# wb_initiator

### src/rtl/wb_initiator.sv
// Wishbone B4 pipelined single-outstanding initiator.
// Accepts one command at a time, issues it on the bus, and returns a one-cycle
// response pulse carrying read data and a completion status. Handles stall,
// err/rty/ack terminations, bounded retries and a per-attempt timeout.
module wb_initiator #(
  parameter int unsigned ADR_W     = 32,
  parameter int unsigned TIMEOUT   = 255,
  parameter int unsigned MAX_RETRY = 3
) (
  input  logic             clk_i,
  input  logic             rst_i,

  // Command side
  input  logic             cmd_valid_i,
  output logic             cmd_ready_o,
  input  logic             cmd_we_i,
  input  logic [ADR_W-1:0] cmd_adr_i,
  input  logic [3:0]       cmd_sel_i,
  input  logic [31:0]      cmd_dat_i,

  // Response side
  output logic             rsp_valid_o,
  output logic [31:0]      rsp_dat_o,
  output logic [1:0]       rsp_status_o,

  // Wishbone master
  output logic             wb_cyc_o,
  output logic             wb_stb_o,
  output logic             wb_we_o,
  output logic [ADR_W-1:0] wb_adr_o,
  output logic [3:0]       wb_sel_o,
  output logic [31:0]      wb_dat_o,
  input  logic             wb_ack_i,
  input  logic             wb_err_i,
  input  logic             wb_rty_i,
  input  logic             wb_stall_i,
  input  logic [31:0]      wb_dat_i
);

  localparam logic [1:0] StatusOk      = 2'b00;
  localparam logic [1:0] StatusErr     = 2'b01;
  localparam logic [1:0] StatusTimeout = 2'b10;
  localparam logic [1:0] StatusRetry   = 2'b11;

  localparam logic [15:0] TmoLast   = 16'(TIMEOUT - 1);
  localparam logic [3:0]  RetryLast = 4'(MAX_RETRY);

  typedef enum logic [1:0] {
    StIdle,
    StStrobe,
    StWait,
    StGap
  } state_e;

  state_e      state_q;
  logic [3:0]  retry_q;
  logic [15:0] tmo_q;

  // Decoded termination for the current cycle
  logic        busy;
  logic        sample;
  logic        fin;
  logic        reissue;
  logic [1:0]  fin_status;
  logic [31:0] fin_dat;

  // Resolve terminations (err > rty > ack > timeout) for this cycle
  always_comb begin
    busy       = (state_q == StStrobe) || (state_q == StWait);
    // Terminations only count in the strobe accept cycle or while waiting
    sample     = ((state_q == StStrobe) && !wb_stall_i) || (state_q == StWait);
    fin        = 1'b0;
    reissue    = 1'b0;
    fin_status = StatusOk;
    fin_dat    = 32'h0;
    if (busy) begin
      if (sample && wb_err_i) begin
        fin        = 1'b1;
        fin_status = StatusErr;
      end else if (sample && wb_rty_i) begin
        if (retry_q != RetryLast) begin
          reissue = 1'b1;
        end else begin
          fin        = 1'b1;
          fin_status = StatusRetry;
        end
      end else if (sample && wb_ack_i) begin
        fin        = 1'b1;
        fin_status = StatusOk;
        fin_dat    = wb_we_o ? 32'h0 : wb_dat_i;
      end else if (tmo_q == TmoLast) begin
        fin        = 1'b1;
        fin_status = StatusTimeout;
      end
    end
  end

  // Main FSM with all outputs registered
  always_ff @(posedge clk_i) begin
    if (rst_i) begin
      state_q      <= StIdle;
      retry_q      <= 4'h0;
      tmo_q        <= 16'h0;
      cmd_ready_o  <= 1'b0;
      rsp_valid_o  <= 1'b0;
      rsp_dat_o    <= 32'h0;
      rsp_status_o <= StatusOk;
      wb_cyc_o     <= 1'b0;
      wb_stb_o     <= 1'b0;
      wb_we_o      <= 1'b0;
      wb_adr_o     <= '0;
      wb_sel_o     <= 4'h0;
      wb_dat_o     <= 32'h0;
    end else begin
      rsp_valid_o <= 1'b0;
      unique case (state_q)
        StIdle: begin
          cmd_ready_o <= 1'b1;
          if (cmd_valid_i && cmd_ready_o) begin
            wb_we_o     <= cmd_we_i;
            wb_adr_o    <= cmd_adr_i;
            wb_sel_o    <= cmd_sel_i;
            wb_dat_o    <= cmd_dat_i;
            retry_q     <= 4'h0;
            tmo_q       <= 16'h0;
            wb_cyc_o    <= 1'b1;
            wb_stb_o    <= 1'b1;
            cmd_ready_o <= 1'b0;
            state_q     <= StStrobe;
          end
        end

        StStrobe, StWait: begin
          tmo_q <= tmo_q + 16'h1;
          if (fin) begin
            wb_cyc_o     <= 1'b0;
            wb_stb_o     <= 1'b0;
            rsp_valid_o  <= 1'b1;
            rsp_status_o <= fin_status;
            rsp_dat_o    <= fin_dat;
            cmd_ready_o  <= 1'b1;
            state_q      <= StIdle;
          end else if (reissue) begin
            retry_q  <= retry_q + 4'h1;
            wb_cyc_o <= 1'b0;
            wb_stb_o <= 1'b0;
            state_q  <= StGap;
          end else if ((state_q == StStrobe) && !wb_stall_i) begin
            wb_stb_o <= 1'b0;
            state_q  <= StWait;
          end
        end

        StGap: begin
          // One idle bus cycle, then reissue the captured command
          tmo_q    <= 16'h0;
          wb_cyc_o <= 1'b1;
          wb_stb_o <= 1'b1;
          state_q  <= StStrobe;
        end

        default: begin
          state_q <= StIdle;
        end
      endcase
    end
  end

endmodule
### config.mk
export PLATFORM = sky130hd
export DESIGN_NAME = wb_initiator
export DESIGN_NICKNAME = d
export VERILOG_FILES = /design/src/rtl/wb_initiator.sv
export SDC_FILE = /design/constraint.sdc
export NUM_CORES = 1
export LEC_CHECK = 0
export ABC_AREA = 1
export CAP_MARGIN = 20
export CORE_UTILIZATION = 43
export CTS_CLUSTER_DIAMETER = 50
export CTS_CLUSTER_SIZE = 40
export DETAILED_ROUTE_END_ITERATION = 6
export PLACE_DENSITY = 0.81
export SYNTH_ARGS = -nofsm -noshare
export SYNTH_HDL_FRONTEND = slang
export SYNTH_SLANG_ARGS = --single-unit
### constraint.sdc
create_clock -name clk_i -period 2.2 [get_ports clk_i]
set_input_delay 0.44 -clock clk_i [delete_from_list [all_inputs] [get_ports clk_i]]
set_output_delay 0.44 -clock clk_i [all_outputs]
set_load 0.03 [all_outputs]
# div_machine

$ cat src/rtl/div_pkg.sv
// Shared definitions for the arithmetic lab datapath: FSM encoding, default
// operand width and the iteration-counter width helper.
package div_pkg;

  localparam int DEFAULT_SIZE = 8;

  typedef enum logic [1:0] {
    ST_IDLE = 2'd0,
    ST_CALC = 2'd1,
    ST_DONE = 2'd2
  } state_t;

  // The counter must hold SIZE itself, not just SIZE-1.
  function automatic int cnt_width(input int size);
    return $clog2(size + 1);
  endfunction

endpackage

$ cat src/rtl/div_step.sv
// One combinational restoring-division iteration: shift in the next dividend
// bit, trial-subtract the divisor, keep the difference when it does not underflow.
module div_step #(
  parameter int SIZE = 8
) (
  input  logic [SIZE:0]   partial,
  input  logic            dbit,
  input  logic [SIZE-1:0] divisor,
  output logic [SIZE:0]   partial_next,
  output logic            qbit
);

  logic [SIZE:0] p;
  logic [SIZE:0] diff;

  // The incoming partial is always below the divisor, so its MSB is zero and
  // shifting it out loses nothing.
  assign p    = (partial << 1) | {{SIZE{1'b0}}, dbit};
  assign diff = p - {1'b0, divisor};
  assign qbit = (p >= {1'b0, divisor});
  assign partial_next = qbit ? diff : p;

endmodule

$ cat src/rtl/div_machine.sv
// Sequential unsigned restoring divider, one quotient bit per clock, with a
// start/done handshake. Divide-by-zero short-circuits straight to DONE.
//
// state   | meaning
// --------+-----------------------------------------------------------
// IDLE    | waiting for start; results from the last operation held
// CALC    | one restoring iteration per cycle, count runs SIZE..1
// DONE    | single-cycle done pulse, results valid
module div_machine
  import div_pkg::*;
#(
  parameter int SIZE = DEFAULT_SIZE
) (
  input  logic            clk,
  input  logic            rst,
  input  logic            start,
  input  logic [SIZE-1:0] a,
  input  logic [SIZE-1:0] b,
  output logic            busy,
  output logic            done,
  output logic [SIZE-1:0] quotient,
  output logic [SIZE-1:0] remainder,
  output logic            div_by_zero
);

  localparam int CW = cnt_width(SIZE);

  state_t          state, state_next;
  logic [SIZE-1:0] dividend;
  logic [SIZE-1:0] divisor;
  logic [SIZE-1:0] qwork;
  logic [SIZE:0]   partial;
  logic [SIZE:0]   partial_nx;
  logic            qbit;
  logic [CW-1:0]   count;
  logic            last_step;

  div_step #(.SIZE(SIZE)) u_step (
    .partial      (partial),
    .dbit         (dividend[SIZE-1]),
    .divisor      (divisor),
    .partial_next (partial_nx),
    .qbit         (qbit)
  );

  assign last_step = (count == CW'(1));
  assign busy      = (state != ST_IDLE);
  assign done      = (state == ST_DONE);

  always_comb begin
    state_next = state;
    case (state)
      ST_IDLE: if (start) state_next = (b == '0) ? ST_DONE : ST_CALC;
      ST_CALC: if (last_step) state_next = ST_DONE;
      ST_DONE: state_next = ST_IDLE;
      default: state_next = ST_IDLE;
    endcase
  end

  always_ff @(posedge clk or posedge rst) begin
    if (rst) state <= ST_IDLE;
    else     state <= state_next;
  end

  always_ff @(posedge clk or posedge rst) begin
    if (rst) begin
      dividend    <= '0;
      divisor     <= '0;
      qwork       <= '0;
      partial     <= '0;
      count       <= '0;
      quotient    <= '0;
      remainder   <= '0;
      div_by_zero <= 1'b0;
    end else begin
      case (state)
        ST_IDLE: begin
          if (start) begin
            if (b == '0) begin
              quotient    <= '1;
              remainder   <= a;
              div_by_zero <= 1'b1;
            end else begin
              dividend    <= a;
              divisor     <= b;
              qwork       <= '0;
              partial     <= '0;
              count       <= CW'(SIZE);
              div_by_zero <= 1'b0;
            end
          end
        end
        ST_CALC: begin
          dividend <= dividend << 1;
          partial  <= partial_nx;
          qwork    <= {qwork[SIZE-2:0], qbit};
          count    <= count - CW'(1);
          // Publish on the final iteration so the outputs are valid in DONE.
          if (last_step) begin
            quotient  <= {qwork[SIZE-2:0], qbit};
            remainder <= partial_nx[SIZE-1:0];
          end
        end
        default: ;
      endcase
    end
  end

endmodule
$ cat config.mk
export PLATFORM = sky130hd
export DESIGN_NAME = div_machine
export DESIGN_NICKNAME = d
export VERILOG_FILES = /design/src/rtl/div_pkg.sv /design/src/rtl/div_step.sv /design/src/rtl/div_machine.sv
export SDC_FILE = /design/constraint.sdc
export NUM_CORES = 1
export LEC_CHECK = 0
export ABC_AREA = 1
export CORE_UTILIZATION = 48
export CTS_CLUSTER_DIAMETER = 80
export CTS_CLUSTER_SIZE = 14
export DETAILED_ROUTE_END_ITERATION = 6
export DONT_BUFFER_PORTS = 1
export PLACE_DENSITY_LB_ADDON = 0.1
export SYNTH_ARGS = -nofsm -noshare
export SYNTH_HDL_FRONTEND = slang
export SYNTH_HIERARCHICAL = 1
export SYNTH_SLANG_ARGS = --single-unit
$ cat constraint.sdc
create_clock -name clk -period 1.85 [get_ports clk]
set_input_delay 0.555 -clock clk [delete_from_list [all_inputs] [get_ports clk]]
set_output_delay 0.555 -clock clk [all_outputs]
set_load 0.005 [all_outputs]
# cc_mux_reg_bank

$ cat src/rtl/cc_mux_reg_bank.sv
// Registered one-hot register-file read mux with a valid/ready output stage,
// illegal-select detection and a saturating error counter.
module cc_mux_reg_bank #(
    parameter int NUM_REGS      = 38,
    parameter int DATAWIDTH_BUS = 32,
    parameter int ERR_HOLD      = 0,
    parameter int ERRCNT_WIDTH  = 8
) (
    input  logic                              CC_MUX_BANK_CLOCK_50,
    input  logic                              CC_MUX_BANK_RESET_InLow,
    input  logic [NUM_REGS*DATAWIDTH_BUS-1:0] CC_MUX_BANK_REGS_IN,
    input  logic [NUM_REGS-1:0]               CC_MUX_BANK_SEL_IN,
    input  logic                              CC_MUX_BANK_IN_VALID,
    output logic                              CC_MUX_BANK_IN_READY,
    output logic [DATAWIDTH_BUS-1:0]          CC_MUX_BANK_BUS_OUT,
    output logic                              CC_MUX_BANK_OUT_VALID,
    input  logic                              CC_MUX_BANK_OUT_READY,
    output logic                              CC_MUX_BANK_SEL_ERR,
    output logic [ERRCNT_WIDTH-1:0]           CC_MUX_BANK_ERR_COUNT,
    input  logic                              CC_MUX_BANK_ERR_CLR
);

    logic [DATAWIDTH_BUS-1:0] bus_q, bus_d;
    logic [DATAWIDTH_BUS-1:0] last_good_q, last_good_d;
    logic                     out_valid_q, out_valid_d;
    logic                     sel_err_q, sel_err_d;
    logic [ERRCNT_WIDTH-1:0]  err_cnt_q, err_cnt_d;

    logic [DATAWIDTH_BUS-1:0] word_sel;
    logic                     sel_legal;
    logic                     accept;

    // OR of masked words: a multi-hot select never reaches the bus because it is
    // flagged illegal, so no priority encoder is needed here.
    always_comb begin
        word_sel = '0;
        for (int k = 0; k < NUM_REGS; k++) begin
            word_sel = word_sel |
                (CC_MUX_BANK_REGS_IN[k*DATAWIDTH_BUS +: DATAWIDTH_BUS] & {DATAWIDTH_BUS{CC_MUX_BANK_SEL_IN[k]}});
        end
    end

    // Exactly one bit set: nonzero and clearing the lowest set bit leaves zero.
    assign sel_legal = (CC_MUX_BANK_SEL_IN != '0) &&
                       ((CC_MUX_BANK_SEL_IN & (CC_MUX_BANK_SEL_IN - NUM_REGS'(1))) == '0);

    assign CC_MUX_BANK_IN_READY = !out_valid_q || CC_MUX_BANK_OUT_READY;
    assign accept               = CC_MUX_BANK_IN_VALID && CC_MUX_BANK_IN_READY;

    always_comb begin
        bus_d       = bus_q;
        last_good_d = last_good_q;
        sel_err_d   = sel_err_q;
        err_cnt_d   = err_cnt_q;
        out_valid_d = accept || (out_valid_q && !CC_MUX_BANK_OUT_READY);

        if (CC_MUX_BANK_ERR_CLR) begin
            err_cnt_d = '0;
        end

        if (accept) begin
            if (sel_legal) begin
                bus_d       = word_sel;
                last_good_d = word_sel;
                sel_err_d   = 1'b0;
            end else begin
                bus_d     = (ERR_HOLD != 0) ? last_good_q : '0;
                sel_err_d = 1'b1;
                if (CC_MUX_BANK_ERR_CLR) begin
                    err_cnt_d = ERRCNT_WIDTH'(1);
                end else if (err_cnt_q != '1) begin
                    err_cnt_d = err_cnt_q + ERRCNT_WIDTH'(1);
                end
            end
        end
    end

    always_ff @(posedge CC_MUX_BANK_CLOCK_50 or negedge CC_MUX_BANK_RESET_InLow) begin
        if (!CC_MUX_BANK_RESET_InLow) begin
            bus_q       <= '0;
            last_good_q <= '0;
            out_valid_q <= 1'b0;
            sel_err_q   <= 1'b0;
            err_cnt_q   <= '0;
        end else begin
            bus_q       <= bus_d;
            last_good_q <= last_good_d;
            out_valid_q <= out_valid_d;
            sel_err_q   <= sel_err_d;
            err_cnt_q   <= err_cnt_d;
        end
    end

    assign CC_MUX_BANK_BUS_OUT   = bus_q;
    assign CC_MUX_BANK_OUT_VALID = out_valid_q;
    assign CC_MUX_BANK_SEL_ERR   = sel_err_q;
    assign CC_MUX_BANK_ERR_COUNT = err_cnt_q;

endmodule

$ cat config.mk
export PLATFORM = sky130hd
export DESIGN_NAME = cc_mux_reg_bank
export DESIGN_NICKNAME = d
export VERILOG_FILES = /design/src/rtl/cc_mux_reg_bank.sv
export SDC_FILE = /design/constraint.sdc
export NUM_CORES = 1
export LEC_CHECK = 0
export CAP_MARGIN = 30
export CORE_AREA = 2 2 501 503
export CTS_BUF_LIST = sky130_fd_sc_hd__clkbuf_8
export CTS_CLUSTER_DIAMETER = 120
export DETAILED_ROUTE_END_ITERATION = 10
export DIE_AREA = 0 0 503 505
export MAX_ROUTING_LAYER = met4
export PLACE_DENSITY = 0.3
export SLEW_MARGIN = 25
export SYNTH_ARGS = -nofsm -noshare
export SYNTH_HDL_FRONTEND = slang
export SYNTH_SLANG_ARGS = --single-unit
$ cat constraint.sdc
create_clock -name CC_MUX_BANK_CLOCK_50 -period 4.8 [get_ports CC_MUX_BANK_CLOCK_50]
set_clock_uncertainty 0.2 [all_clocks]
set_input_delay 0.72 -clock CC_MUX_BANK_CLOCK_50 [delete_from_list [all_inputs] [get_ports CC_MUX_BANK_CLOCK_50]]
set_output_delay 0.72 -clock CC_MUX_BANK_CLOCK_50 [all_outputs]
set_load 0.02 [all_outputs]
wb_initiator, signal wires on met2:
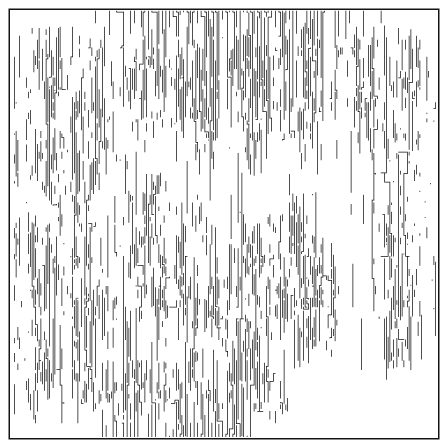
share of all routed wire: 50%
main direction: vertical
vias: 5178
WL final: 14.7 mm
M2 GR Usage: 41.7%

==> flow_summary.toml, wb_initiator <==
# physical design summary
[pwr]
p_comb_share_pct = 31.9
internal_power_uw = 5190
total_power_uw = 8040
pg_comb_uw = 2570

[clocking]
htree_num_levels = 4
post-cts-setup-buffers = 0

[detailed_routing]
ant_nets = 0
met1Wirelength_mm = 5.99
drc = 12

[floorplanning]
die_x_um = 112

[yosys]
synth.distinct_cells = 33
yosys_area_um2 = 5170
synthArstFlopShare_pct = 0
compound_area_share_pct = 14.5
ys_sh_adder_pct = 1.45

[global_routing]
busiest_layer = "met2"
antenna_found_initial = 0

[job]
tool_warnings = 29

[status]
violations = "DRC"
status = "finished with violations"

[critical_path]
crit_end = "wb_we_o"
crit_chain = "clkdlybuf4s50_1"
rr_worst_depth = 6

[min_path]
min_to = "wb_dat_o[6]"

[sta]
tightestPinTransition_ps = 575
wb_initiator: registers in the layout, summed over array words and instances, names as in the netlist:
signal        count
rsp_status_o      2
state_q           2
cmd_ready_o       1
rsp_dat_o        32
wb_stb_o          1
wb_dat_o         32
wb_we_o           1
tmo_q            16
retry_q           4
wb_sel_o          4
wb_cyc_o          1
wb_adr_o         32
rsp_valid_o       1
wb_initiator: cell type report:
cell class                 count  area share, %
inverter                      28           1.32
clock buffer                  17           5.33
tap                          143           2.24
clock inverter                15           2.01
sequential                   129           32.4
multi-input combinational    448           28.5
timing repair buffer         225           28.2
cc_mux_reg_bank, signal wires on met3:
The bar under the picture is 200 um long.
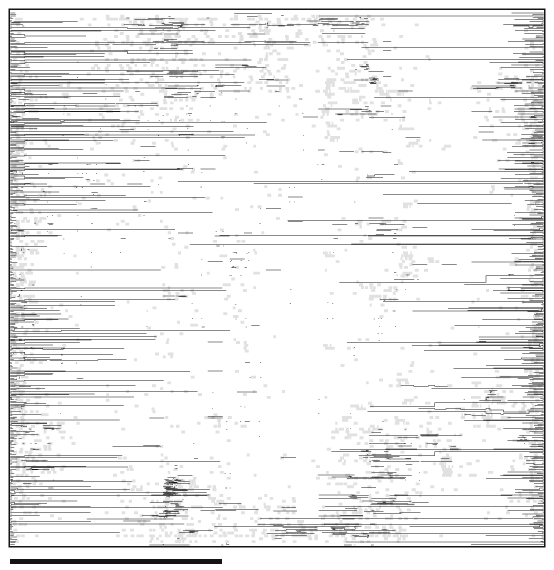
main direction: horizontal
share of all routed wire: 11%
nets with wire on the layer: 1055
met3 Use GR: 9.45%
WL final: 294 mm
vias: 20500

cc_mux_reg_bank, M1 wires:
Supply wires on this layer in grey.
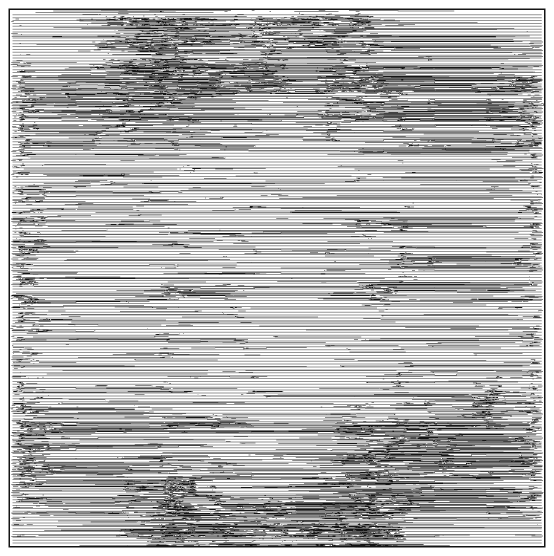
main direction: horizontal
wire length on this layer: 120 mm
share of all routed wire: 41%
longest straight run: 402 um
nets with wire on the layer: 3358
met1 Track Usage GR: 26.6%

==> flow_summary.toml, cc_mux_reg_bank <==
# physical design summary
[status]
status = "finished clean"

[critical_path]
critical-path-top-delay-family = "simple AND/OR/NAND/NOR gates"
crit_buf_inv = 2
cp.required_ps = 4840

[yosys]
synthArstFlopShare_pct = 100

[final_layout]
ff_count = 42
drive_above_1_share_pct = 8.45
comb_share_pct = 26.8
nets = 3685
nClkBuffers = 5

[floorplanning]
initCoreUtil_pct = 3.61

[detailed_routing]
drtIter0Drc = 2268
met1Wirelength_mm = 120

[global_routing]
grt_max_degree = 43

[sta]
setup-violations-final = 0
cc_mux_reg_bank: stage by stage:
stage / util [%] / hold slack (ps) / area, um2 / cells / setup slack [ps]
2_1_floorplan: - / 224 / 8960 / 1170 / 742
3_3_place_gp: 10.6 / 274 / 26300 / 5746 / 285
3_5_place_dp: 10.6 / 274 / 26300 / 5748 / 339
4_1_cts: 10.7 / 166 / 26400 / 5756 / 777
5_1_grt: 10.8 / 179 / 26900 / 5944 / 599
6_report: 10.9 / 142 / 27000 / 5962 / 669
div_machine, the metal 4 layer:
Supply wires on this layer in grey.
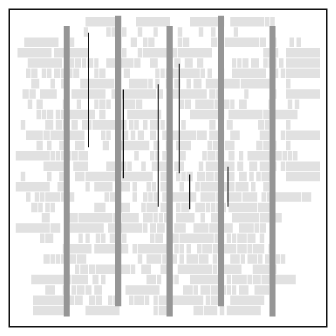
longest straight run: 32.0 um
share of all routed wire: 1.7%
wire length on this layer: 133 um
main direction: vertical

==> flow_summary.toml, div_machine <==
# physical design summary
[detailed_routing]
dr_wl_met2_mm = 3.81
vias = 2800

[sta]
slew_viol_final = 0
tightestPinTransition_ps = 553
worst_slack_ps = -21.2
setup-violations-final = 3
hold_violations = 0
whs_ps = 137
fin_setup_tns_ps = -25.4

[pwr]
total_power_uw = 7870
p_comb_share_pct = 64.2
p_seq_uw = 2090
p_sw_share_pct = 47.4

[final_layout]
ff_count = 54
nets = 490
post-route-util_pct = 61.0
buffers = 47

[critical_path]
reg2reg_to = "remainder[3]"
crit_chain = "ha_4 -> nand2_4 -> nor2_4 -> nand3_4 -> nand4_4 -> nand2_1 -> nand2_1 -> nand2_1 -> o21ai_1 -> nand3_1 -> nand2_1"
crit_fanout = 5
crit_path_max_incr_delay_ps = 450
end_kind = "flop"

[global_routing]
antenna_found_initial = 0
busiest_layer = "met2"

[status]
status = "finished with violations"
violations = "setup timing"

[yosys]
synth.avg_cell_area_um2 = 7.58
fp_nets = 449
syn_area_um2 = 3180

[job]
max-cap-violations = 0

[place]
gp_congestion = 0.842

[floorplanning]
core_um2 = 6350
div_machine: worst max-delay path by stage:
| stage | slack (ps) | cells after the start | endpoint | from |
|---|---|---|---|---|
| floorplan | 30 | 8 | quotient[0] | partial[5] |
| global placement | -90 | 12 | remainder[4] | divisor[0] |
| detailed placement | -130 | 13 | remainder[6] | divisor[0] |
| CTS | -20 | 12 | remainder[4] | divisor[0] |
| global route | -170 | 13 | remainder[4] | dividend[7] |
| finish | -20 | 11 | remainder[3] | partial[4] |


==> layout pictures side by side <==
Clock wiring as the flow saved it.
picture 1
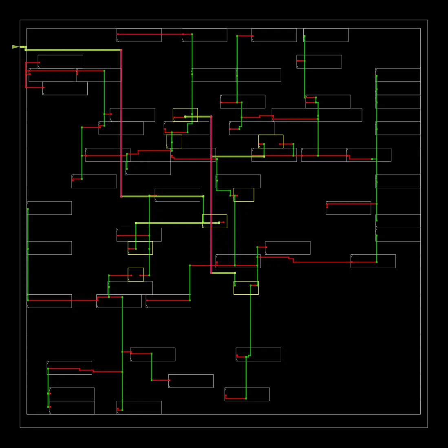
picture 2
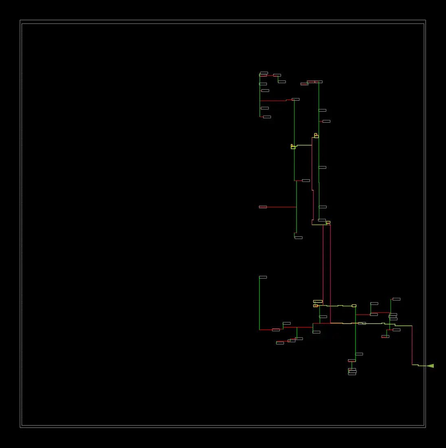
picture 3
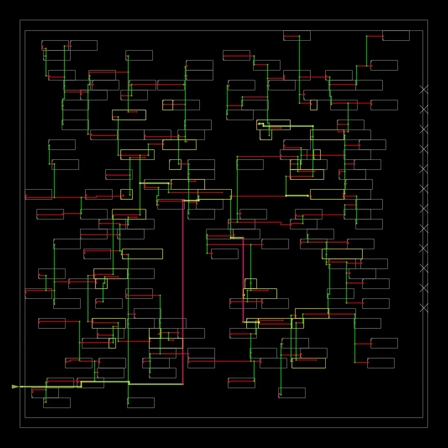
picture 3: wb_initiator
picture 1: div_machine
picture 2: cc_mux_reg_bank
The one with the most clock buffers is picture 3.
The one with the fewest sequential cells is picture 2.

